==================== block 1
<file path="src/rtl/ctrl_types_pkg.sv">
// Operation encodings and controller FSM states for the cache controller.
package ctrl_types_pkg;

    typedef enum logic [1:0] {
        NOOP   = 2'd0,
        READ   = 2'd1,
        UPSERT = 2'd2,
        DELETE = 2'd3
    } operation_e;

    typedef enum logic [1:0] {
        CTRL_ST_IDLE    = 2'd0,
        CTRL_ST_SEARCH  = 2'd1,
        CTRL_ST_RESPOND = 2'd2,
        CTRL_ST_RELEASE = 2'd3
    } ctrl_state_e;

    // Operations that walk the table; anything else is answered with a failure.
    function automatic logic is_searchable(input operation_e op);
        return (op == READ) || (op == UPSERT) || (op == DELETE);
    endfunction

endpackage

</file>
<file path="src/rtl/if_types_pkg.sv">
// Shared field widths of the OBI cache interface.
package if_types_pkg;
    localparam int KEY_WIDTH   = 32;
    localparam int VALUE_WIDTH = 32;
endpackage

</file>
<file path="src/rtl/kv_store_array.sv">
// Key-value slot storage: per-slot valid/key/value, one combinational read
// port and one write port with set-entry and clear-valid commands.
module kv_store_array #(
    parameter  int NUM_ENTRIES = 8,
    parameter  int KEY_WIDTH   = 32,
    parameter  int VALUE_WIDTH = 32,
    localparam int IDX_W       = $clog2(NUM_ENTRIES)
) (
    input  logic                   clk,
    input  logic                   rst,
    input  logic [IDX_W-1:0]       i_rd_idx,
    output logic                   o_rd_valid,
    output logic [KEY_WIDTH-1:0]   o_rd_key,
    output logic [VALUE_WIDTH-1:0] o_rd_value,
    input  logic                   i_wr_set,
    input  logic                   i_wr_clear,
    input  logic [IDX_W-1:0]       i_wr_idx,
    input  logic [KEY_WIDTH-1:0]   i_wr_key,
    input  logic [VALUE_WIDTH-1:0] i_wr_value
);

    logic [NUM_ENTRIES-1:0] r_valid;
    logic [KEY_WIDTH-1:0]   r_key   [NUM_ENTRIES];
    logic [VALUE_WIDTH-1:0] r_value [NUM_ENTRIES];

    always_ff @(posedge clk or posedge rst) begin
        if (rst) begin
            r_valid <= '0;
        end else if (i_wr_set) begin
            r_valid[i_wr_idx] <= 1'b1;
        end else if (i_wr_clear) begin
            r_valid[i_wr_idx] <= 1'b0;
        end
    end

    // Key/value contents are don't-care after reset, so they carry no reset.
    always_ff @(posedge clk) begin
        if (i_wr_set) begin
            r_key[i_wr_idx]   <= i_wr_key;
            r_value[i_wr_idx] <= i_wr_value;
        end
    end

    assign o_rd_valid = r_valid[i_rd_idx];
    assign o_rd_key   = r_key[i_rd_idx];
    assign o_rd_value = r_value[i_rd_idx];

endmodule

</file>
<file path="src/rtl/cache_controller.sv">
// Executes READ/UPSERT/DELETE against a key-value table using a sequential
// linear search, answering each request with a one-cycle ready pulse.
module cache_controller
    import ctrl_types_pkg::*;
#(
    parameter  int NUM_ENTRIES = 8,
    parameter  int KEY_WIDTH   = if_types_pkg::KEY_WIDTH,
    parameter  int VALUE_WIDTH = if_types_pkg::VALUE_WIDTH,
    localparam int IDX_W       = $clog2(NUM_ENTRIES),
    localparam int CNT_W       = $clog2(NUM_ENTRIES + 1)
) (
    input  logic                   clk,
    input  logic                   rst,
    input  operation_e             operation_in,
    input  logic [KEY_WIDTH-1:0]   key_in,
    input  logic [VALUE_WIDTH-1:0] value_in,
    output logic                   ready_out,
    output logic                   op_succ_out,
    output logic [VALUE_WIDTH-1:0] value_out,
    output logic [CNT_W-1:0]       count_out,
    output logic                   full_out
);

    ctrl_state_e            r_state;
    ctrl_state_e            w_state_next;

    operation_e             r_op;
    logic [KEY_WIDTH-1:0]   r_key;
    logic [VALUE_WIDTH-1:0] r_value;
    logic [IDX_W-1:0]       r_idx;
    logic                   r_hit;
    logic [IDX_W-1:0]       r_hit_idx;
    logic                   r_free_found;
    logic [IDX_W-1:0]       r_free_idx;
    logic [CNT_W-1:0]       r_count;
    logic                   r_full;
    logic                   r_op_succ;
    logic [VALUE_WIDTH-1:0] r_value_out;

    logic                   w_rd_valid;
    logic [KEY_WIDTH-1:0]   w_rd_key;
    logic [VALUE_WIDTH-1:0] w_rd_value;
    logic                   w_match;
    logic                   w_last;
    logic                   w_free_avail;
    logic                   w_ready;
    logic                   w_wr_set;
    logic                   w_wr_clear;
    logic [IDX_W-1:0]       w_wr_idx;
    logic [CNT_W-1:0]       w_count_next;

    kv_store_array #(
        .NUM_ENTRIES (NUM_ENTRIES),
        .KEY_WIDTH   (KEY_WIDTH),
        .VALUE_WIDTH (VALUE_WIDTH)
    ) u_store (
        .clk        (clk),
        .rst        (rst),
        .i_rd_idx   (r_idx),
        .o_rd_valid (w_rd_valid),
        .o_rd_key   (w_rd_key),
        .o_rd_value (w_rd_value),
        .i_wr_set   (w_wr_set),
        .i_wr_clear (w_wr_clear),
        .i_wr_idx   (w_wr_idx),
        .i_wr_key   (r_key),
        .i_wr_value (r_value)
    );

    assign w_match      = w_rd_valid && (w_rd_key == r_key);
    assign w_last       = (r_idx == IDX_W'(NUM_ENTRIES - 1));
    assign w_free_avail = r_free_found || !w_rd_valid;

    always_ff @(posedge clk or posedge rst) begin
        if (rst) begin
            r_state <= CTRL_ST_IDLE;
        end else begin
            r_state <= w_state_next;
        end
    end

    always_comb begin
        w_state_next = r_state;
        case (r_state)
            CTRL_ST_IDLE: begin
                if (operation_in != NOOP) begin
                    w_state_next = is_searchable(operation_in) ? CTRL_ST_SEARCH : CTRL_ST_RESPOND;
                end
            end
            CTRL_ST_SEARCH: begin
                if (w_match || w_last) begin
                    w_state_next = CTRL_ST_RESPOND;
                end
            end
            CTRL_ST_RESPOND: w_state_next = CTRL_ST_RELEASE;
            CTRL_ST_RELEASE: begin
                if (operation_in == NOOP) begin
                    w_state_next = CTRL_ST_IDLE;
                end
            end
            default: w_state_next = CTRL_ST_IDLE;
        endcase
    end

    // The table write is committed in RESPOND using results latched on entry.
    always_comb begin
        w_ready      = (r_state == CTRL_ST_RESPOND);
        w_wr_set     = w_ready && (r_op == UPSERT) && r_op_succ;
        w_wr_clear   = w_ready && (r_op == DELETE) && r_hit;
        w_wr_idx     = r_hit ? r_hit_idx : r_free_idx;
        w_count_next = r_count;
        if (w_wr_set && !r_hit) begin
            w_count_next = r_count + CNT_W'(1);
        end else if (w_wr_clear) begin
            w_count_next = r_count - CNT_W'(1);
        end
    end

    // Results are registered on the edge into RESPOND so they are valid with ready.
    always_ff @(posedge clk or posedge rst) begin
        if (rst) begin
            r_op         <= NOOP;
            r_key        <= '0;
            r_value      <= '0;
            r_idx        <= '0;
            r_hit        <= 1'b0;
            r_hit_idx    <= '0;
            r_free_found <= 1'b0;
            r_free_idx   <= '0;
            r_count      <= '0;
            r_full       <= 1'b0;
            r_op_succ    <= 1'b0;
            r_value_out  <= '0;
        end else begin
            case (r_state)
                CTRL_ST_IDLE: begin
                    if (operation_in != NOOP) begin
                        r_op         <= operation_in;
                        r_key        <= key_in;
                        r_value      <= value_in;
                        r_idx        <= '0;
                        r_hit        <= 1'b0;
                        r_free_found <= 1'b0;
                        if (!is_searchable(operation_in)) begin
                            r_op_succ   <= 1'b0;
                            r_value_out <= '0;
                        end
                    end
                end
                CTRL_ST_SEARCH: begin
                    if (!r_free_found && !w_rd_valid) begin
                        r_free_found <= 1'b1;
                        r_free_idx   <= r_idx;
                    end
                    if (w_match) begin
                        r_hit       <= 1'b1;
                        r_hit_idx   <= r_idx;
                        r_op_succ   <= 1'b1;
                        r_value_out <= (r_op == UPSERT) ? r_value : w_rd_value;
                    end else if (w_last) begin
                        if ((r_op == UPSERT) && w_free_avail) begin
                            r_op_succ   <= 1'b1;
                            r_value_out <= r_value;
                        end else begin
                            r_op_succ   <= 1'b0;
                            r_value_out <= '0;
                        end
                    end else begin
                        r_idx <= r_idx + IDX_W'(1);
                    end
                end
                CTRL_ST_RESPOND: begin
                    r_count <= w_count_next;
                    r_full  <= (w_count_next == CNT_W'(NUM_ENTRIES));
                end
                default: ;
            endcase
        end
    end

    assign ready_out   = w_ready;
    assign op_succ_out = r_op_succ;
    assign value_out   = r_value_out;
    assign count_out   = r_count;
    assign full_out    = r_full;

endmodule

</file>
<file path="config.mk">
export PLATFORM = sky130hd
export DESIGN_NAME = cache_controller
export DESIGN_NICKNAME = d
export VERILOG_FILES = /design/src/rtl/ctrl_types_pkg.sv /design/src/rtl/if_types_pkg.sv /design/src/rtl/kv_store_array.sv /design/src/rtl/cache_controller.sv
export SDC_FILE = /design/constraint.sdc
export NUM_CORES = 1
export LEC_CHECK = 0
export CAP_MARGIN = 20
export CORE_MARGIN = 4
export CORE_UTILIZATION = 45
export CTS_CLUSTER_DIAMETER = 80
export DETAILED_ROUTE_END_ITERATION = 12
export SLEW_MARGIN = 15
export SYNTH_ARGS = -nofsm -noshare
export SYNTH_HDL_FRONTEND = slang
export SYNTH_SLANG_ARGS = --single-unit
</file>
<file path="constraint.sdc">
create_clock -name clk -period 6.6 [get_ports clk]
set_clock_uncertainty 0.05 [all_clocks]
set_input_delay 0.66 -clock clk [delete_from_list [all_inputs] [get_ports clk]]
set_output_delay 0.66 -clock clk [all_outputs]
set_load 0.005 [all_outputs]
</file>
==================== block 2
===== src/rtl/pwm_pkg.sv =====
// Shared types and helpers for the PWM duty ramp generator.
package pwm_pkg;

  localparam int unsigned PWM_N    = 8;
  localparam int unsigned DUTY_MAX = (1 << PWM_N) - 1;

  typedef enum logic [2:0] {
    IDLE,
    RAMP_UP,
    HOLD_HIGH,
    RAMP_DOWN,
    HOLD_LOW
  } ramp_state_t;

  // Adds one bit of headroom so the sum cannot wrap before it is clamped to 2^w-1.
  function automatic logic [31:0] sat_add(input logic [31:0] a,
                                          input logic [31:0] b,
                                          input int unsigned w);
    logic [32:0] sum;
    logic [32:0] lim;
    lim = (33'd1 << w) - 33'd1;
    sum = {1'b0, a} + {1'b0, b};
    return (sum > lim) ? lim[31:0] : sum[31:0];
  endfunction

  function automatic logic [31:0] sat_sub(input logic [31:0] a,
                                          input logic [31:0] b);
    return (b > a) ? '0 : a - b;
  endfunction

endpackage


===== src/rtl/step_prescaler.sv =====
// Divides clk down to a one-cycle registered step strobe every prescale+1 cycles.
module step_prescaler #(
  parameter int unsigned PRESCALE_W = 16
) (
  input  logic                  clk,
  input  logic                  rst,
  input  logic                  ena,
  input  logic [PRESCALE_W-1:0] prescale,
  output logic                  step
);

  logic [PRESCALE_W-1:0] cnt;

  // The all-ones wrap keeps the counter moving if prescale drops below the current count.
  always_ff @(posedge clk or posedge rst) begin
    if (rst) begin
      cnt  <= '0;
      step <= 1'b0;
    end else if (!ena) begin
      cnt  <= '0;
      step <= 1'b0;
    end else if (cnt == prescale || cnt == '1) begin
      cnt  <= '0;
      step <= 1'b1;
    end else begin
      cnt  <= cnt + 1'b1;
      step <= 1'b0;
    end
  end

endmodule


===== src/rtl/pwm_duty_ramp.sv =====
// Triangle duty sweep for a downstream PWM; duty changes only on PWM period boundaries.
// Define PWM_DUTY_RAMP_GAMMA_EN for a registered squared (gamma) duty output.
module pwm_duty_ramp
  import pwm_pkg::*;
#(
  parameter int unsigned N          = PWM_N,
  parameter int unsigned PRESCALE_W = 16,
  parameter int unsigned HOLD_W     = 8
) (
  input  logic                  clk,
  input  logic                  rst,
  input  logic                  ena,
  input  logic                  start,
  input  logic                  continuous,
  input  logic [PRESCALE_W-1:0] prescale,
  input  logic [N-1:0]          inc,
  input  logic [HOLD_W-1:0]     hold,
  output logic                  step,
  output logic [N-1:0]          duty,
  output logic                  busy,
  output logic                  done
);

  localparam logic [N-1:0] LEVEL_MAX = '1;

  ramp_state_t       state, state_n;
  logic [N-1:0]      pcnt;
  logic              period_end;
  logic [N-1:0]      level, level_n;
  logic [HOLD_W-1:0] hold_cnt, hold_cnt_n;
  logic [N-1:0]      inc_l, inc_n;
  logic [HOLD_W-1:0] hold_l, hold_n;
  logic              cont_l, cont_n;
  logic              done_n;

  step_prescaler #(.PRESCALE_W(PRESCALE_W)) u_prescaler (
    .clk      (clk),
    .rst      (rst),
    .ena      (ena),
    .prescale (prescale),
    .step     (step)
  );

  always_ff @(posedge clk or posedge rst) begin
    if (rst)          pcnt <= '0;
    else if (!ena)    pcnt <= '0;
    else if (step)    pcnt <= pcnt + 1'b1;
  end

  assign period_end = step && (pcnt == '1);

  always_comb begin
    state_n    = state;
    level_n    = level;
    hold_cnt_n = hold_cnt;
    inc_n      = inc_l;
    hold_n     = hold_l;
    cont_n     = cont_l;
    done_n     = 1'b0;
    if (!ena) begin
      state_n    = IDLE;
      level_n    = '0;
      hold_cnt_n = '0;
    end else begin
      case (state)
        IDLE: begin
          if (start) begin
            state_n = RAMP_UP;
            inc_n   = (inc == '0) ? N'(1) : inc;
            hold_n  = hold;
            cont_n  = continuous;
          end
        end
        RAMP_UP: begin
          if (period_end) begin
            level_n = N'(sat_add(32'(level), 32'(inc_l), N));
            if (level_n == LEVEL_MAX) begin
              hold_cnt_n = hold_l;
              state_n    = HOLD_HIGH;
            end
          end
        end
        HOLD_HIGH: begin
          if (period_end) begin
            if (hold_cnt == '0) state_n    = RAMP_DOWN;
            else                hold_cnt_n = hold_cnt - 1'b1;
          end
        end
        RAMP_DOWN: begin
          if (period_end) begin
            level_n = N'(sat_sub(32'(level), 32'(inc_l)));
            if (level_n == '0) begin
              hold_cnt_n = hold_l;
              state_n    = HOLD_LOW;
            end
          end
        end
        HOLD_LOW: begin
          if (period_end) begin
            if (hold_cnt != '0) begin
              hold_cnt_n = hold_cnt - 1'b1;
            end else if (cont_l) begin
              state_n = RAMP_UP;
            end else begin
              state_n = IDLE;
              done_n  = 1'b1;
            end
          end
        end
        default: state_n = IDLE;
      endcase
    end
  end

  // busy follows the next state so it drops in the same cycle the state returns to IDLE.
  always_ff @(posedge clk or posedge rst) begin
    if (rst) begin
      state    <= IDLE;
      level    <= '0;
      hold_cnt <= '0;
      inc_l    <= '0;
      hold_l   <= '0;
      cont_l   <= 1'b0;
      done     <= 1'b0;
      busy     <= 1'b0;
    end else begin
      state    <= state_n;
      level    <= level_n;
      hold_cnt <= hold_cnt_n;
      inc_l    <= inc_n;
      hold_l   <= hold_n;
      cont_l   <= cont_n;
      done     <= done_n;
      busy     <= (state_n != IDLE);
    end
  end

`ifdef PWM_DUTY_RAMP_GAMMA_EN
  logic [2*N-1:0] sq;
  logic [N-1:0]   duty_q;

  assign sq = {{N{1'b0}}, level} * {{N{1'b0}}, level};

  always_ff @(posedge clk or posedge rst) begin
    if (rst)                    duty_q <= '0;
    else if (!ena)              duty_q <= '0;
    else if (level == LEVEL_MAX) duty_q <= LEVEL_MAX;
    else                        duty_q <= N'(sq >> N);
  end

  assign duty = duty_q;
`else
  assign duty = level;
`endif

endmodule


===== config.mk =====
export PLATFORM = sky130hd
export DESIGN_NAME = pwm_duty_ramp
export DESIGN_NICKNAME = d
export VERILOG_FILES = /design/src/rtl/pwm_pkg.sv /design/src/rtl/step_prescaler.sv /design/src/rtl/pwm_duty_ramp.sv
export SDC_FILE = /design/constraint.sdc
export NUM_CORES = 1
export LEC_CHECK = 0
export ABC_AREA = 1
export CORE_MARGIN = 1
export CORE_UTILIZATION = 61
export CTS_CLUSTER_SIZE = 8
export DETAILED_ROUTE_END_ITERATION = 10
export GPL_ROUTABILITY_DRIVEN = 0
export PLACE_DENSITY = 0.85
export RECOVER_POWER = 100
export SLEW_MARGIN = 20
export SYNTH_ARGS = -nofsm -noshare
export SYNTH_HDL_FRONTEND = slang
export SYNTH_HIERARCHICAL = 1
export SYNTH_SLANG_ARGS = --single-unit

===== constraint.sdc =====
create_clock -name clk -period 5.2 [get_ports clk]
set_clock_uncertainty 0.1 [all_clocks]
set_input_delay 0.78 -clock clk [delete_from_list [all_inputs] [get_ports clk]]
set_output_delay 0.78 -clock clk [all_outputs]
set_load 0.03 [all_outputs]

Block 1, metal layers overlaid:
Two of the layers only.
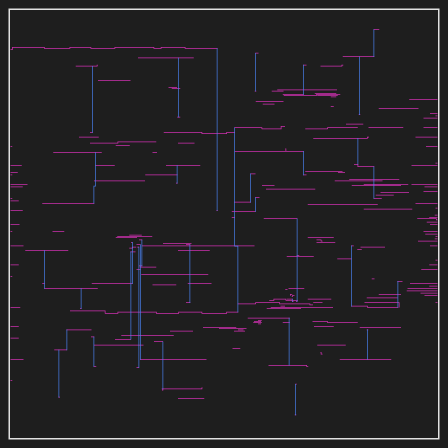
legend:
  blue:
    layer: metal 4
    wire_length: 1010 µm
  magenta:
    layer: metal 3
    wire_length: 2610 µm

==> run notes, block 1 <==
- **run status** complete, no violations
- **GRT met3 Usage** 0.0350
- **number of max-cap violations** 0
- **I/O pin count** 107
- **pin count of the biggest net entering global routing** 81
- **Crit. path cell count** 9
- **min-delay worst type** reg -> reg
- **count of instances resized after the clock tree is built** 0
- **endpoint of the most critical register-to-register path** r_state[1]$_DFFE_PP0P_
- **number of tapcells** 756
- **antenna diode count** 0
- **stage delay of the slowest cell on the critical path** 0.94 ns
- **final routed wirelength across all metal layers** 55.3 mm
- **die area** 60600 µm²
- **Setup Fix Bufs, Post-CTS** 0
- **area overhead of the layout relative to synthesis** 16.4%
- **DRC** 0
## block 1: report_power, final
part	leakage (nW)	internal [W]	total (W)	switching [W]
Clock	1.10	0.00226	0.00378	0.00152
Sequential	6.18	0.00515	0.00594	0.000786
Combinational	2.89	0.00127	0.00253	0.00125
## block 1: synthesized netlist by cell type (8+ instances only)
cell,instances
a221o_1,31
a22oi_1,12
and4_1,9
buf_2,16
buf_4,9
buf_6,9
clkbuf_1,34
dfrtp_1,125
edfxtp_1,512
ha_1,8
inv_1,13
mux2_2,70
mux2i_1,97
mux4_2,106
nand2_1,92
nor2_1,27
nor3_1,41
o21ai_0,57
xnor2_1,9
xor2_1,14
## block 1: cell families (layout without fill, tap and decap cells)
kind of cell,count (synthesis),after routing,synth area share
AND-OR/OR-AND,145,145,0.0407
adder cells (fa/ha/maj),8,8,0.00392
flip-flops,637,637,0.725
XOR/XNOR,23,23,0.00789
AND/OR/NAND/NOR,210,210,0.0393
multiplexers,280,280,0.166
buffers and inverters,89,275,0.0178
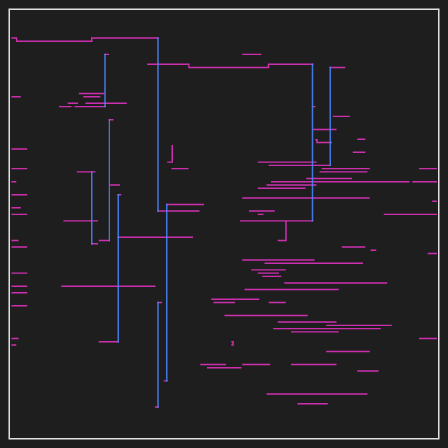
Block 2: metal layers overlaid
Two of the layers only.
legend:
  magenta:
    layer: metal 3
    wire_length: 664 µm
  blue:
    layer: metal 4
    wire_length: 229 µm
via count: 4520
final routed wirelength across all metal layers: 11.0 mm

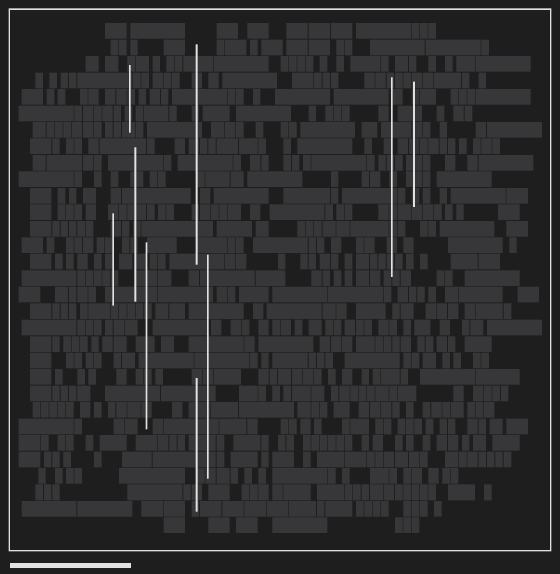
Block 2: signal wires on met4
The bar under the picture is 20 µm long.
longest straight run: 36.7 µm
nets with wire on the layer: 8
main direction: vertical
wire length on this layer: 229 µm
share of all routed wire: 2.1%

==> run notes, block 2 <==
- **run status** finished, violations left
- **violations in the final reports** capacitance limit, slew limit
- **endpoint of the most critical register-to-register path** hold_cnt[3]$_DFFE_PP0P_
- **number of slew-limit violations in the final report** 90
- **Max transition margin** -0.185
- **overall overflow remaining after global route** 0
- **number of cells after detailed placement** 818
- **vias in the first global route** 4187
- **post-synthesis cell type count** 41
- **Achievable Freq** 281 MHz
- **aggregate negative setup slack** 0 ns
- **flip-flop and latch count after synthesis** 63
- **number of max-cap violations** 2
- **critical path required time** 5.39 ns
- **number of flops mapped to enable cells by yosys** 0
- **number of tapcells** 99
- **power per cell area** 234 nW/µm²
- **R2R cell count** 16
- **IR Drop Worst-Case VDD** 170 µV
- **actual transition at the worst max-transition pin** 1.78 ns
- **Post-Syn Nets** 744
- **area of the core** 7290 µm²
- **stage delay of the slowest cell on the critical path** 1.32 ns
- **Wirelength per Cell** 13.2 µm
- **total area of sequential cells** 1580 µm²
- **placement-stage cell area** 5130 µm²
- **most frequently placed logic cells in the final layout** 229 x nand2_1, 100 x inv_1, 64 x nand3_1
- **launch point of the worst hold path** hold_l[6]$_DFFE_PP0P_
-- block 2: power by group --
| group | switching [W] | internal (W) |
|---|---|---|
| logic | 0.000162 | 0.0000974 |
| registers | 0.0000270 | 0.000523 |
| clock network | 0.000214 | 0.000222 |
| total | 0.000403 | 0.000842 |
-- block 2: cells in the mapped netlist (2+ instances only) --
| cell | count |
|---|---|
| nand3_1 | 64 |
| nand4_1 | 10 |
| dfrtp_1 | 63 |
| xnor2_1 | 2 |
| or2_2 | 3 |
| a31oi_1 | 2 |
| nand2_2 | 8 |
| and2_1 | 2 |
| o22ai_1 | 3 |
| nand2_1 | 228 |
| xor2_1 | 4 |
| a21oi_2 | 2 |
| inv_2 | 7 |
| buf_6 | 4 |
| o211ai_1 | 4 |
| a21oi_1 | 19 |
| nor4_1 | 2 |
| nor3_1 | 9 |
| nor2_1 | 57 |
| nor3_4 | 2 |
| o21ai_0 | 24 |
| nor2_2 | 17 |
| clkbuf_1 | 10 |
| inv_1 | 100 |
| nand2_4 | 2 |
| o21ai_1 | 4 |
| ha_1 | 19 |
| fa_1 | 2 |
-- block 2: worst max-delay path, delay by kind of cell --
family          cells  cell delay, ns
simple gates        2            0.50
buf+inv             2            2.04
compound gates      2            0.41

==> screenshots <==
Sizing map.
Plate I
The bar under the picture is 50 µm long.
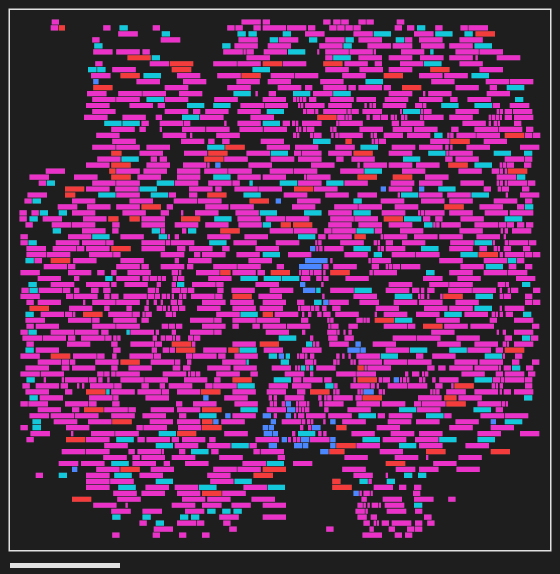
Plate II
The bar under the picture is 20 µm long.
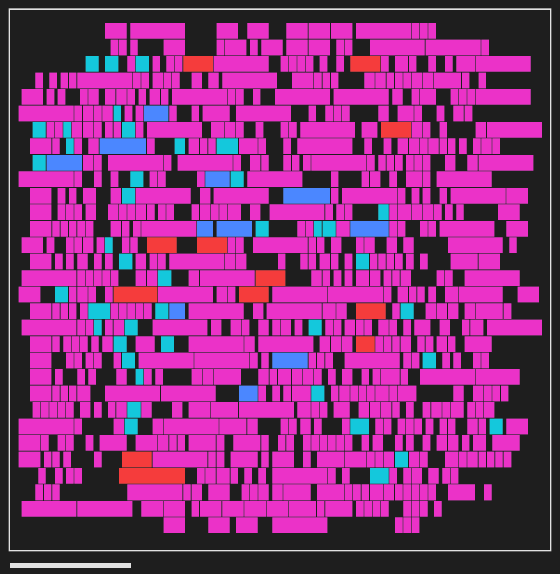
- block 2 = Plate II
- block 1 = Plate I
- largest die: Plate I


==================== block 3
Block 3, sizing map:
The bar under the picture is 10 µm long.
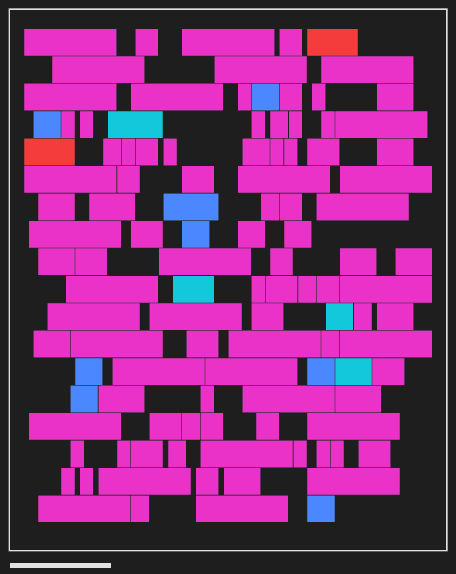

<file path="config.mk">
export PLATFORM = sky130hd
export DESIGN_NAME = vlc_input_conditioner
export DESIGN_NICKNAME = d
export VERILOG_FILES = /design/src/rtl/vlc_input_conditioner.sv
export SDC_FILE = /design/constraint.sdc
export NUM_CORES = 1
export LEC_CHECK = 0
export CAP_MARGIN = 5
export CORE_ASPECT_RATIO = 1.25
export CORE_UTILIZATION = 56
export CTS_BUF_LIST = sky130_fd_sc_hd__clkbuf_4 sky130_fd_sc_hd__clkbuf_8
export CTS_CLUSTER_DIAMETER = 40
export DETAILED_ROUTE_END_ITERATION = 12
export PLACE_DENSITY = 0.76
export SLEW_MARGIN = 20
export SYNTH_ARGS = -nofsm -noshare
export SYNTH_HDL_FRONTEND = slang
export SYNTH_SLANG_ARGS = --single-unit
</file>
<file path="constraint.sdc">
create_clock -name clk -period 2 [get_ports clk]
set_clock_uncertainty 0.15 [all_clocks]
set_input_delay 0.2 -clock clk [delete_from_list [all_inputs] [get_ports clk]]
set_output_delay 0.2 -clock clk [all_outputs]
set_load 0.02 [all_outputs]
</file>
<file path="src/rtl/vlc_input_conditioner.sv">
// vlc_input_conditioner
// Conditions the raw turn-left, turn-right and emergency lamp switches before
// the vehicle lamp controller: two-flop synchronisation, per-channel debounce,
// and a four-state arbiter that lets at most one command through.
//
// Build option: define VLC_COND_LATCH_EN to make the emergency switch act as a
// push-button.
// - Each accepted press toggles the hazard latch.
// - Without the macro, hazard follows the debounced switch level.
// - Without the macro, no latch flop exists.
//
// Channel index used throughout: 0 = left, 1 = right, 2 = emergency.

module vlc_input_conditioner #(
    parameter int DEBOUNCE_CYCLES = 16,
    parameter int CNT_W           = $clog2(DEBOUNCE_CYCLES + 1)
) (
    input  logic clk,
    input  logic rst,
    input  logic raw_left,
    input  logic raw_right,
    input  logic raw_emerg,
    output logic Turn_Left,
    output logic Turn_Right,
    output logic Emergency,
    output logic cmd_change,
    output logic conflict
);

    localparam logic [CNT_W-1:0] CNT_ZERO = {CNT_W{1'b0}};
    localparam logic [CNT_W-1:0] CNT_ONE  = {{(CNT_W-1){1'b0}}, 1'b1};
    localparam logic [CNT_W-1:0] CNT_LAST = CNT_W'(DEBOUNCE_CYCLES - 1);

    typedef enum logic [1:0] {
        ST_IDLE   = 2'b00,
        ST_LEFT   = 2'b01,
        ST_RIGHT  = 2'b10,
        ST_HAZARD = 2'b11
    } state_t;

    logic [2:0]            raw_s;
    logic [2:0]            meta_r;
    logic [2:0]            sync_r;
    logic [2:0]            deb_r;
    logic [2:0]            deb_nxt_s;
    logic [2:0][CNT_W-1:0] cnt_r;
    logic [2:0][CNT_W-1:0] cnt_nxt_s;
    logic                  hz_s;
    state_t                state_r;
    state_t                next_state_s;
    logic                  turn_left_nxt_s;
    logic                  turn_right_nxt_s;
    logic                  emergency_nxt_s;
    logic                  turn_left_r;
    logic                  turn_right_r;
    logic                  emergency_r;
    logic                  cmd_change_r;
    logic                  conflict_r;

    assign raw_s = {raw_emerg, raw_right, raw_left};

    // Two-flop synchroniser for every switch input
    always_ff @(posedge clk or posedge rst) begin
        if (rst) begin
            meta_r <= 3'b000;
            sync_r <= 3'b000;
        end else begin
            meta_r <= raw_s;
            sync_r <= meta_r;
        end
    end

    // Debounce next-value: count consecutive mismatches, accept on the last one
    always_comb begin
        deb_nxt_s = deb_r;
        cnt_nxt_s = cnt_r;
        for (int i = 0; i < 3; i++) begin
            if (sync_r[i] != deb_r[i]) begin
                if (cnt_r[i] == CNT_LAST) begin
                    deb_nxt_s[i] = sync_r[i];
                    cnt_nxt_s[i] = CNT_ZERO;
                end else begin
                    deb_nxt_s[i] = deb_r[i];
                    cnt_nxt_s[i] = cnt_r[i] + CNT_ONE;
                end
            end else begin
                deb_nxt_s[i] = deb_r[i];
                cnt_nxt_s[i] = CNT_ZERO;
            end
        end
    end

    // Debounced values and their stability counters
    always_ff @(posedge clk or posedge rst) begin
        if (rst) begin
            deb_r <= 3'b000;
            cnt_r <= {3{CNT_ZERO}};
        end else begin
            deb_r <= deb_nxt_s;
            cnt_r <= cnt_nxt_s;
        end
    end

`ifdef VLC_COND_LATCH_EN
    logic latch_q_r;
    logic latch_nxt_s;

    // Toggle the hazard latch on the cycle the debounced button is accepted high
    always_comb begin
        latch_nxt_s = latch_q_r ^ (deb_nxt_s[2] & ~deb_r[2]);
    end

    // Hazard latch register, aligned with the debounced values
    always_ff @(posedge clk or posedge rst) begin
        if (rst) begin
            latch_q_r <= 1'b0;
        end else begin
            latch_q_r <= latch_nxt_s;
        end
    end

    assign hz_s = latch_q_r;
`else
    assign hz_s = deb_r[2];
`endif

    // Arbiter next state: hazard overrides everything, and the first turn to arrive wins
    always_comb begin
        next_state_s = state_r;
        if (hz_s) begin
            next_state_s = ST_HAZARD;
        end else begin
            case (state_r)
                ST_HAZARD: begin
                    // Turns are re-arbitrated from IDLE on the following clock
                    next_state_s = ST_IDLE;
                end
                ST_IDLE: begin
                    if (deb_r[0] && !deb_r[1]) begin
                        next_state_s = ST_LEFT;
                    end else if (deb_r[1] && !deb_r[0]) begin
                        next_state_s = ST_RIGHT;
                    end else begin
                        next_state_s = ST_IDLE;
                    end
                end
                ST_LEFT: begin
                    if (!deb_r[0]) begin
                        next_state_s = ST_IDLE;
                    end else begin
                        next_state_s = ST_LEFT;
                    end
                end
                ST_RIGHT: begin
                    if (!deb_r[1]) begin
                        next_state_s = ST_IDLE;
                    end else begin
                        next_state_s = ST_RIGHT;
                    end
                end
                default: begin
                    next_state_s = ST_IDLE;
                end
            endcase
        end
    end

    // Decode the upcoming state so the command registers switch with the state register
    always_comb begin
        turn_left_nxt_s  = 1'b0;
        turn_right_nxt_s = 1'b0;
        emergency_nxt_s  = 1'b0;
        case (next_state_s)
            ST_LEFT:   turn_left_nxt_s  = 1'b1;
            ST_RIGHT:  turn_right_nxt_s = 1'b1;
            ST_HAZARD: emergency_nxt_s  = 1'b1;
            ST_IDLE:   turn_left_nxt_s  = 1'b0;
            default:   turn_left_nxt_s  = 1'b0;
        endcase
    end

    // Arbiter state register
    always_ff @(posedge clk or posedge rst) begin
        if (rst) begin
            state_r <= ST_IDLE;
        end else begin
            state_r <= next_state_s;
        end
    end

    // Registered commands, change pulse and turn-conflict flag
    always_ff @(posedge clk or posedge rst) begin
        if (rst) begin
            turn_left_r  <= 1'b0;
            turn_right_r <= 1'b0;
            emergency_r  <= 1'b0;
            cmd_change_r <= 1'b0;
            conflict_r   <= 1'b0;
        end else begin
            turn_left_r  <= turn_left_nxt_s;
            turn_right_r <= turn_right_nxt_s;
            emergency_r  <= emergency_nxt_s;
            cmd_change_r <= (next_state_s != state_r);
            conflict_r   <= deb_nxt_s[0] & deb_nxt_s[1];
        end
    end

    assign Turn_Left  = turn_left_r;
    assign Turn_Right = turn_right_r;
    assign Emergency  = emergency_r;
    assign cmd_change = cmd_change_r;
    assign conflict   = conflict_r;

endmodule

</file>
==================== block 4
<file path="src/rtl/regfile_wb_arbiter_if.sv">
`default_nettype none
// ============================================================================
//  Module   : regfile_wb_arbiter_if
//  Brief    : Writeback requesters, register-file write port and issue-stage
//             scoreboard signals bundled for regfile_wb_arbiter.
//  Revision : 1.0  initial release
// ============================================================================
interface regfile_wb_arbiter_if #(
    parameter int DATA_W = 20,
    parameter int ADDR_W = 4,
    parameter int NREG   = 16
);
    logic              a_valid;
    logic              a_ready;
    logic [ADDR_W-1:0] a_addr;
    logic [DATA_W-1:0] a_data;
    logic              b_valid;
    logic              b_ready;
    logic [ADDR_W-1:0] b_addr;
    logic [DATA_W-1:0] b_data;
    logic              regwrite;
    logic [ADDR_W-1:0] regaddress;
    logic [DATA_W-1:0] writedata;
    logic              issue_valid;
    logic [ADDR_W-1:0] issue_dst;
    logic [ADDR_W-1:0] rs1;
    logic [ADDR_W-1:0] rs2;
    logic              hazard;
    logic [NREG-1:0]   pending;
    logic              wb_err;

    modport slave (
        input  a_valid, a_addr, a_data,
        input  b_valid, b_addr, b_data,
        input  issue_valid, issue_dst, rs1, rs2,
        output a_ready, b_ready,
        output regwrite, regaddress, writedata,
        output hazard, pending, wb_err
    );

    modport master (
        output a_valid, a_addr, a_data,
        output b_valid, b_addr, b_data,
        output issue_valid, issue_dst, rs1, rs2,
        input  a_ready, b_ready,
        input  regwrite, regaddress, writedata,
        input  hazard, pending, wb_err
    );
endinterface
`default_nettype wire

</file>
<file path="src/rtl/regfile_wb_arbiter.sv">
`default_nettype none
// ============================================================================
//  Module   : regfile_wb_arbiter
//  Brief    : Round-robin arbiter for the register-file write port with a
//             per-register pending scoreboard for RAW hazard detection.
//  Revision : 1.0  initial release
// ============================================================================
module regfile_wb_arbiter #(
    parameter int DATA_W = 20,
    parameter int ADDR_W = 4,
    parameter int NREG   = 16
) (
    input  wire logic            clk,
    input  wire logic            reset,
    regfile_wb_arbiter_if.slave  bus
);

    logic              r_last_grant_b;
    logic              r_regwrite;
    logic [ADDR_W-1:0] r_regaddress;
    logic [DATA_W-1:0] r_writedata;
    logic [NREG-1:0]   r_pending;
    logic              r_wb_err;

    logic              w_grant_a;
    logic              w_grant_b;
    logic              w_accept;
    logic [ADDR_W-1:0] w_addr;
    logic [DATA_W-1:0] w_data;
    logic [NREG-1:0]   w_set_mask;
    logic [NREG-1:0]   w_clr_mask;
    logic [NREG-1:0]   w_pending_nxt;

    // On a tie the requester that did not win last time gets the port.
    assign w_grant_a = ~reset & bus.a_valid & (~bus.b_valid |  r_last_grant_b);
    assign w_grant_b = ~reset & bus.b_valid & (~bus.a_valid | ~r_last_grant_b);
    assign w_accept  = w_grant_a | w_grant_b;
    assign w_addr    = w_grant_a ? bus.a_addr : bus.b_addr;
    assign w_data    = w_grant_a ? bus.a_data : bus.b_data;

    always_comb begin
        w_set_mask = '0;
        w_clr_mask = '0;
        if (bus.issue_valid) begin
            w_set_mask = NREG'(1) << bus.issue_dst;
        end
        if (w_accept) begin
            w_clr_mask = NREG'(1) << w_addr;
        end
        // Set applied after clear so a newer producer keeps the bit.
        w_pending_nxt = (r_pending & ~w_clr_mask) | w_set_mask;
    end

    always_ff @(posedge clk) begin
        if (reset) begin
            r_last_grant_b <= 1'b1;
            r_regwrite     <= 1'b0;
            r_regaddress   <= '0;
            r_writedata    <= '0;
            r_pending      <= '0;
            r_wb_err       <= 1'b0;
        end else begin
            r_regwrite <= w_accept;
            r_pending  <= w_pending_nxt;
            if (w_accept) begin
                r_regaddress   <= w_addr;
                r_writedata    <= w_data;
                r_last_grant_b <= w_grant_b;
                if (!r_pending[w_addr]) begin
                    r_wb_err <= 1'b1;
                end
            end
        end
    end

    assign bus.a_ready    = w_grant_a;
    assign bus.b_ready    = w_grant_b;
    assign bus.regwrite   = r_regwrite;
    assign bus.regaddress = r_regaddress;
    assign bus.writedata  = r_writedata;
    assign bus.pending    = r_pending;
    assign bus.wb_err     = r_wb_err;
    assign bus.hazard     = r_pending[bus.rs1] | r_pending[bus.rs2];

endmodule
`default_nettype wire

</file>
<file path="src/flat_wrapper.sv">
// flat-port wrapper written by rule: the top's interface ports become plain ports
module regfile_wb_arbiter_flat 
#(
    parameter int DATA_W = 20,
    parameter int ADDR_W = 4,
    parameter int NREG   = 16
)
  (clk, reset, bus_a_valid, bus_a_addr, bus_a_data, bus_b_valid, bus_b_addr, bus_b_data, bus_issue_valid, bus_issue_dst, bus_rs1, bus_rs2, bus_a_ready, bus_b_ready, bus_regwrite, bus_regaddress, bus_writedata, bus_hazard, bus_pending, bus_wb_err);
  regfile_wb_arbiter_if #(.DATA_W(DATA_W), .ADDR_W(ADDR_W), .NREG(NREG)) bus_i ();
  input  wire logic clk;
  input  wire logic reset;
  input wire logic [$bits(bus_i.a_valid)-1:0] bus_a_valid;
  input wire logic [$bits(bus_i.a_addr)-1:0] bus_a_addr;
  input wire logic [$bits(bus_i.a_data)-1:0] bus_a_data;
  input wire logic [$bits(bus_i.b_valid)-1:0] bus_b_valid;
  input wire logic [$bits(bus_i.b_addr)-1:0] bus_b_addr;
  input wire logic [$bits(bus_i.b_data)-1:0] bus_b_data;
  input wire logic [$bits(bus_i.issue_valid)-1:0] bus_issue_valid;
  input wire logic [$bits(bus_i.issue_dst)-1:0] bus_issue_dst;
  input wire logic [$bits(bus_i.rs1)-1:0] bus_rs1;
  input wire logic [$bits(bus_i.rs2)-1:0] bus_rs2;
  output wire logic [$bits(bus_i.a_ready)-1:0] bus_a_ready;
  output wire logic [$bits(bus_i.b_ready)-1:0] bus_b_ready;
  output wire logic [$bits(bus_i.regwrite)-1:0] bus_regwrite;
  output wire logic [$bits(bus_i.regaddress)-1:0] bus_regaddress;
  output wire logic [$bits(bus_i.writedata)-1:0] bus_writedata;
  output wire logic [$bits(bus_i.hazard)-1:0] bus_hazard;
  output wire logic [$bits(bus_i.pending)-1:0] bus_pending;
  output wire logic [$bits(bus_i.wb_err)-1:0] bus_wb_err;
  assign bus_i.a_valid = bus_a_valid;
  assign bus_i.a_addr = bus_a_addr;
  assign bus_i.a_data = bus_a_data;
  assign bus_i.b_valid = bus_b_valid;
  assign bus_i.b_addr = bus_b_addr;
  assign bus_i.b_data = bus_b_data;
  assign bus_i.issue_valid = bus_issue_valid;
  assign bus_i.issue_dst = bus_issue_dst;
  assign bus_i.rs1 = bus_rs1;
  assign bus_i.rs2 = bus_rs2;
  assign bus_a_ready = bus_i.a_ready;
  assign bus_b_ready = bus_i.b_ready;
  assign bus_regwrite = bus_i.regwrite;
  assign bus_regaddress = bus_i.regaddress;
  assign bus_writedata = bus_i.writedata;
  assign bus_hazard = bus_i.hazard;
  assign bus_pending = bus_i.pending;
  assign bus_wb_err = bus_i.wb_err;
  regfile_wb_arbiter #(.DATA_W(DATA_W), .ADDR_W(ADDR_W), .NREG(NREG)) u_core (.clk(clk), .reset(reset), .bus(bus_i));
endmodule
</file>
<file path="config.mk">
export PLATFORM = sky130hd
export DESIGN_NAME = regfile_wb_arbiter_flat
export DESIGN_NICKNAME = d
export VERILOG_FILES = /design/src/rtl/regfile_wb_arbiter_if.sv /design/src/rtl/regfile_wb_arbiter.sv /design/src/flat_wrapper.sv
export SDC_FILE = /design/constraint.sdc
export NUM_CORES = 1
export LEC_CHECK = 0
export CORE_MARGIN = 8
export CORE_UTILIZATION = 40
export DETAILED_ROUTE_END_ITERATION = 8
export GPL_TIMING_DRIVEN = 0
export PLACE_DENSITY = 0.78
export SETUP_SLACK_MARGIN = 0.2
export SLEW_MARGIN = 15
export SYNTH_ARGS = -nofsm -noshare
export SYNTH_HDL_FRONTEND = slang
export SYNTH_SLANG_ARGS = --single-unit
</file>
<file path="constraint.sdc">
create_clock -name clk -period 1.9 [get_ports clk]
set_input_delay 0.19 -clock clk [delete_from_list [all_inputs] [get_ports clk]]
set_output_delay 0.19 -clock clk [all_outputs]
set_load 0.05 [all_outputs]
</file>
==================== block 5
$ cat src/rtl/rot_seq.sv
// Multi-cycle 32-bit rotator: one 1-bit rotate step per clock between two valid/ready handshakes.
// Define ROT_SHORTPATH_EN to rotate the short way round (at most WIDTH/2 steps).
module rot_seq #(
    parameter int WIDTH = 32,
    parameter int AW    = 5
) (
    input  logic             clk,
    input  logic             rst,
    input  logic             in_valid,
    output logic             in_ready,
    input  logic [WIDTH-1:0] data_in,
    input  logic [AW-1:0]    amt,
    input  logic             dir,
    output logic             out_valid,
    input  logic             out_ready,
    output logic [WIDTH-1:0] data_out,
    output logic             busy
);

    // Handshakes: a transfer happens on a rising edge where valid && ready are both high.
    // in_ready is high only in IDLE, out_valid only in DONE, so accept and hand-off never coincide.
    typedef enum logic [1:0] {
        IDLE  = 2'd0,
        SHIFT = 2'd1,
        DONE  = 2'd2
    } state_t;

    state_t           state_q, state_d;
    logic [WIDTH-1:0] data_q, data_d;
    logic [AW-1:0]    rem_q, rem_d;
    logic             dir_q, dir_d;
    logic [AW-1:0]    load_rem;
    logic             load_dir;

`ifdef ROT_SHORTPATH_EN
    localparam logic [AW:0] HALF = (AW+1)'(WIDTH / 2);
    localparam logic [AW:0] FULL = (AW+1)'(WIDTH);

    // Rotating more than half-way one direction equals rotating WIDTH-amt the other way.
    always_comb begin
        load_rem = amt;
        load_dir = dir;
        if ({1'b0, amt} > HALF) begin
            load_rem = AW'(FULL - {1'b0, amt});
            load_dir = ~dir;
        end
    end
`else
    assign load_rem = amt;
    assign load_dir = dir;
`endif

    always_comb begin
        state_d = state_q;
        data_d  = data_q;
        rem_d   = rem_q;
        dir_d   = dir_q;
        case (state_q)
            IDLE: begin
                if (in_valid) begin
                    data_d  = data_in;
                    rem_d   = load_rem;
                    dir_d   = load_dir;
                    state_d = (load_rem != '0) ? SHIFT : DONE;
                end
            end
            SHIFT: begin
                data_d = dir_q ? {data_q[0], data_q[WIDTH-1:1]}
                               : {data_q[WIDTH-2:0], data_q[WIDTH-1]};
                rem_d  = rem_q - AW'(1);
                if (rem_q == AW'(1)) begin
                    state_d = DONE;
                end
            end
            DONE: begin
                if (out_ready) begin
                    state_d = IDLE;
                end
            end
            default: state_d = IDLE;
        endcase
    end

    always_ff @(posedge clk) begin
        if (rst) begin
            state_q <= IDLE;
            data_q  <= '0;
            rem_q   <= '0;
            dir_q   <= 1'b0;
        end else begin
            state_q <= state_d;
            data_q  <= data_d;
            rem_q   <= rem_d;
            dir_q   <= dir_d;
        end
    end

    assign in_ready  = (state_q == IDLE);
    assign out_valid = (state_q == DONE);
    assign busy      = (state_q != IDLE);
    assign data_out  = data_q;

endmodule

$ cat config.mk
export PLATFORM = sky130hd
export DESIGN_NAME = rot_seq
export DESIGN_NICKNAME = d
export VERILOG_FILES = /design/src/rtl/rot_seq.sv
export SDC_FILE = /design/constraint.sdc
export NUM_CORES = 1
export LEC_CHECK = 0
export CELL_PAD_IN_SITES_DETAIL_PLACEMENT = 0
export CELL_PAD_IN_SITES_GLOBAL_PLACEMENT = 2
export CORE_MARGIN = 2
export CORE_UTILIZATION = 39
export DETAILED_ROUTE_END_ITERATION = 16
export DONT_BUFFER_PORTS = 1
export GPL_TIMING_DRIVEN = 0
export PLACE_DENSITY_LB_ADDON = 0.1
export SLEW_MARGIN = 40
export SYNTH_ARGS = -nofsm -noshare
export SYNTH_HDL_FRONTEND = slang
export SYNTH_SLANG_ARGS = --single-unit
$ cat constraint.sdc
create_clock -name clk -period 2.8 [get_ports clk]
set_clock_uncertainty 0.2 [all_clocks]
set_input_delay 0.56 -clock clk [delete_from_list [all_inputs] [get_ports clk]]
set_output_delay 0.56 -clock clk [all_outputs]
set_load 0.02 [all_outputs]
Block 4, clock nets:
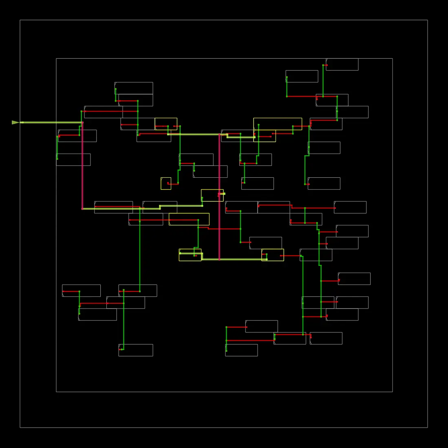
cts bufs inserted: 5
final-layout clock buffer total: 6
sinks on the clock net: 43

==> run notes, block 4 <==
- **run status** finished, violations left
- **violations in the final reports** setup timing
- **overall overflow remaining after global route** 0
- **buffer cell driving the clock tree root** clkbuf_8
- **routability congestion estimate** 0.943
- **post-synthesis cell type count** 47
- **IR Drop Worst-Case VDD** 414 µV
- **NetSw** 0.000819 W
- **sequential share of power** 0.381
- **Tot Pwr** 0.00257 W
- **die x size** 93.1 µm
- **number of nets still failing antenna checks after routing** 0
- **hold endpoint** u_core.r_last_grant_b$_SDFFE_PP1P_
- **flip-flop and latch count after synthesis** 43
- **CTS tree** done
- **kind of critical path** reg -> out
- **Post-Syn Nets** 355
- **total of endpoints with negative setup slack in the final report** 1
- **busiest metal layer after global routing** met2
- **Total Routing Usage GR** 0.198
- **fin worst setup slack** -0.315 ns
- **CP top delay family** multiplexers
- **die height** 93.1 µm
## block 4: logic make-up (layout without fill, tap and decap cells)
| kind of cell | count (synthesis) | count (layout) | synth area share |
|---|---|---|---|
| and+or+nand+nor | 130 | 130 | 0.246 |
| other | 0 | 1 | 0 |
| DFF | 43 | 43 | 0.362 |
| buffers and inverters | 23 | 150 | 0.0426 |
| muxes | 14 | 14 | 0.117 |
| AOI/OAI and AO/OA | 80 | 80 | 0.233 |
## block 4: final cells by class
cell class                 count  area (µm²)
fill                         480        1950
timing repair buffer         119        1190
sequential                    43         902
tap                           75        93.8
buffer                        16        90.1
inverter                       7        28.8
clock inverter                 2        36.3
multi-input combinational    224        1470
antenna                        1        2.50
clock buffer                   6        93.8
## block 4: through the flow
stage | hold slack (ns) | setup WS [ns] | util | TNS [ns] | instance area [µm²]
5_1_grt | 0.454 | -0.346 | 0.667 | -0.346 | 3900
6_report | 0.427 | -0.315 | 0.667 | -0.315 | 3900
3_3_place_gp | 0.484 | -1.07 | 0.616 | -8.86 | 3610
4_1_cts | 0.367 | -0.307 | 0.651 | -0.307 | 3810
3_5_place_dp | 0.489 | -1.08 | 0.616 | -10.13 | 3610
2_1_floorplan | 0.327 | 0.0631 | - | 0 | 2420
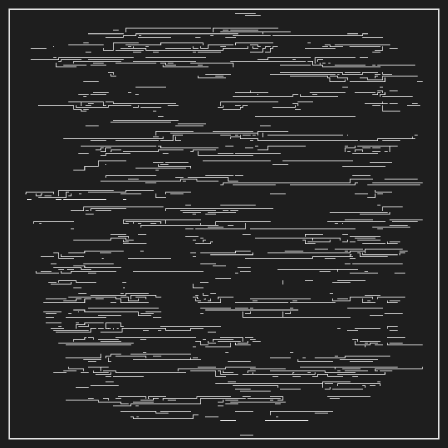
Block 5: met1 routing
longest straight run: 23.5 µm
wire length on this layer: 2790 µm
main direction: horizontal
share of all routed wire: 45%
via count: 1924
final routed wirelength across all metal layers: 6.20 mm
met1 demand-to-capacity share in global routing: 0.275

==> run notes, block 5 <==
- **run status** complete, no violations
- **sequential share of power** 0.470
- **clock buffer depth** 2
- **number of max-cap violations** 0
- **worst hold slack after final layout** 0.230 ns
- **final worst-path cycle share** 0.748
- **synthesized-area fraction occupied by adder cells** 0.0114
- **power per cell area** 806 nW/µm²
- **cell count in the Yosys report** 243
- **largest class** multi-input combinational cells
- **fraction of area in multi-input gates** 0.519
- **area overhead of the layout relative to synthesis** 8.21%
- **data arrival time of the critical path** 1.34 ns
- **die area** 6240 µm²
- **Final Hold Vio Count** 0
- **per-instance average area after synthesis** 9.03 µm²
- **switching share of total power** 0.397
- **min-delay worst type** in -> reg
- **IR Drop Worst-Case VDD** 232 µV
- **internal power** 0.00115 W
- **count of buffering cells on the critical path with inverters included** 2
- **endpoint of the most critical register-to-register path** data_out[24]$_SDFFE_PP0P_
- **sequential portion of the cell area** 0.337
- **fraction of final layout cells sized beyond drive strength 1** 0.251
- **non-filler cells in the finished layout** 323
- **final critical delay including setup and external delays** 2.10 ns
## block 5: layout by cell type (no fill, tap or decap), types with 2 or more instances in the layout
cell      netlist  layout
a21oi_1         5       5
a221oi_1       32      32
buf_2          15      15
buf_6           4       4
clkbuf_1        5       7
clkbuf_8        0       6
dfxtp_1        40      40
ha_1            2       2
inv_1           5       5
mux2_2         32      32
nand3_1         2       2
nand3b_1        2       2
nor2_1         38      38
nor3_1         35      35
o211ai_1        2       2
o21ai_0         2       2
or4_1           2       2
## block 5: flip-flops by register name, indices dropped and copies added, names as in the netlist
signal    count
dir_q         1
data_out     32
rem_q         5
state_q       2
## block 5: cells in the mapped netlist, drive strengths merged, types with 2 or more instances
cell / n
or4: 2
dfxtp: 40
ha: 2
a21oi: 5
clkbuf: 5
inv: 5
buf: 19
a221oi: 32
o41ai: 2
mux2: 32
nand3: 2
o21ai: 2
nor3: 35
o211ai: 2
nor2: 38
nand3b: 2
## block 5: routing by layer
metal,global-route usage,vias to the layer above
met5,0,-
met4,0.0534,0
met3,0.0580,6
met2,0.322,55
met1,0.275,925
li1,-,938
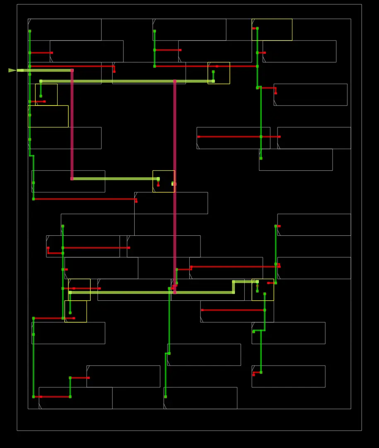
Block 3: clock nets
sinks on the clock net: 31
final-layout clock buffer total: 8
cts bufs inserted: 5

Notes on 'sizing map' of block 3 above:
legend:
  red:
    size: _6 and larger
    cells: 2
  blue:
    size: _3 and _4 cells
    cells: 8
  magenta:
    size: _0 and _1 cells
    cells: 97
  cyan:
    size: _2 cells
    cells: 4
fin worst setup slack: 0.385 ns
finished layout cell area: 1380 µm²
area overhead of the layout relative to synthesis: 15.7%
number of ordinary and repair buffers in the finished layout: 10

==> run notes, block 3 <==
- **run status** complete, no violations
- **Reg2Reg Setup Slack** 0.52 ns
- **endpoint of the most critical setup path** cmd_change
- **synthesized-area fraction occupied by adder cells** 0.0316
- **internal power** 0.000892 W
- **Critical path origin** cmd_change$_DFF_PP0_
- **number of buffers inserted for hold repair after clock tree synthesis** 0
- **startpoint type of the worst setup path** register
- **placement-stage cell area** 1300 µm²
- **Final Hold Vio Count** 0
- **number of iterations in the first detailed-routing pass** 2
- **number of cells after detailed placement** 123
- **number of antenna violations at the first check in global routing** 0
- **min-delay worst type** in -> async
- **stage delay of the slowest cell on the critical path** 0.60 ns
- **routability congestion estimate** 0.726
- **met1 demand-to-capacity share in global routing** 0.202
- **clock buffer depth** 2
- **proportion of register bits with asynchronous set or reset after synthesis** 1.00
- **detailed route wirelength on metal2** 902 µm
## block 3: power by group through the flow
| stage | registers [W] | logic (W) | clock network (W) |
|---|---|---|---|
| 5_1_grt | 0.000664 | 0.0000635 | 0.000454 |
| 2_1_floorplan | 0.000671 | 0.0000350 | 0 |
| 3_5_place_dp | 0.000675 | 0.0000547 | 0 |
| 4_1_cts | 0.000663 | 0.0000550 | 0.000428 |
| 6_report | 0.000662 | 0.0000527 | 0.000413 |
| 3_3_place_gp | 0.000673 | 0.0000519 | 0 |
## block 3: layout by cell type, fill, tap and decap left out, drive strengths merged
master and count:
xor2 9, a31oi 1, nand4b 1, ha 3
dfrtp 31, a21boi 1, mux2 2, nor2 10
o21ai 4, or3b 1, and3 4, and2 4
a311oi 1, nand3 6, clkdlybuf4s50 9, a211oi 1
nand2b 2, nand2 6, or2b 1, clkbuf 8
inv 4, or3 1, buf 1
## block 3: area by class of cell
cell class / count / area, µm²
clock buffers: 8 / 72.6
fillers: 162 / 607
inverters: 4 / 15.0
multi-input cells: 58 / 389
flip-flops and latches: 31 / 776
well taps: 20 / 25.0
repair buffers: 10 / 97.6

==> notes/layouts.md <==
Pictures saved along the way, in no particular order.

Metal layers overlaid.
Two of the layers only.
shot_01.png
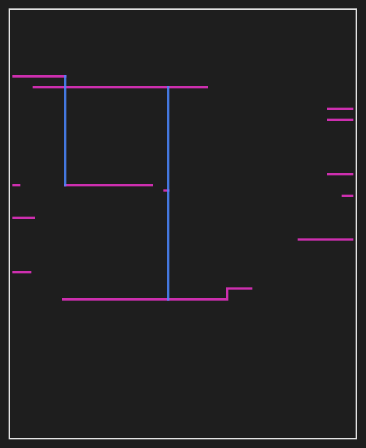
shot_02.png
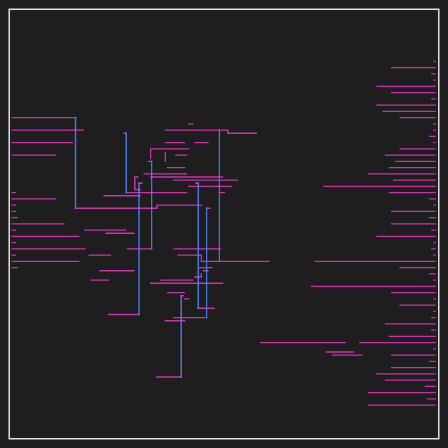
shot_03.png
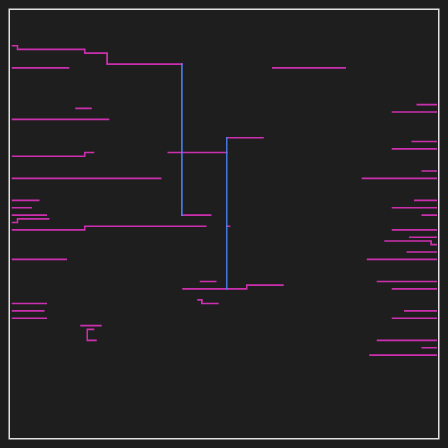
block 3: shot_01.png
block 5: shot_03.png
block 4: shot_02.png
- least wire: shot_01.png
- most wire: shot_02.png

Key to shot_03.png:
legend:
  magenta:
    layer: metal 3
    wire_length: 419 µm
  blue:
    layer: metal 4
    wire_length: 55.8 µm



## Gallery

Clock nets.
(a)
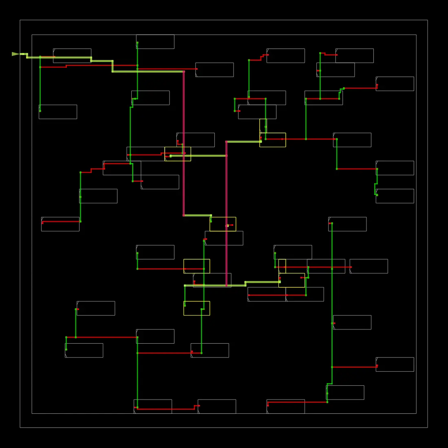
(b)
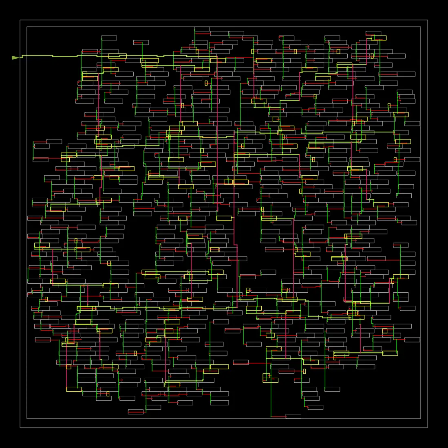
(c)
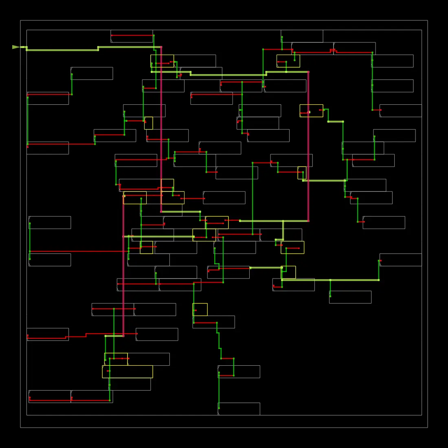
Block 1 is (b).
Block 5 is (a).
Block 2 is (c).
The one with the most sequential cells is (b).
The one with the most clock buffers is (b).

Power is estimated from default activity; no workload was simulated.
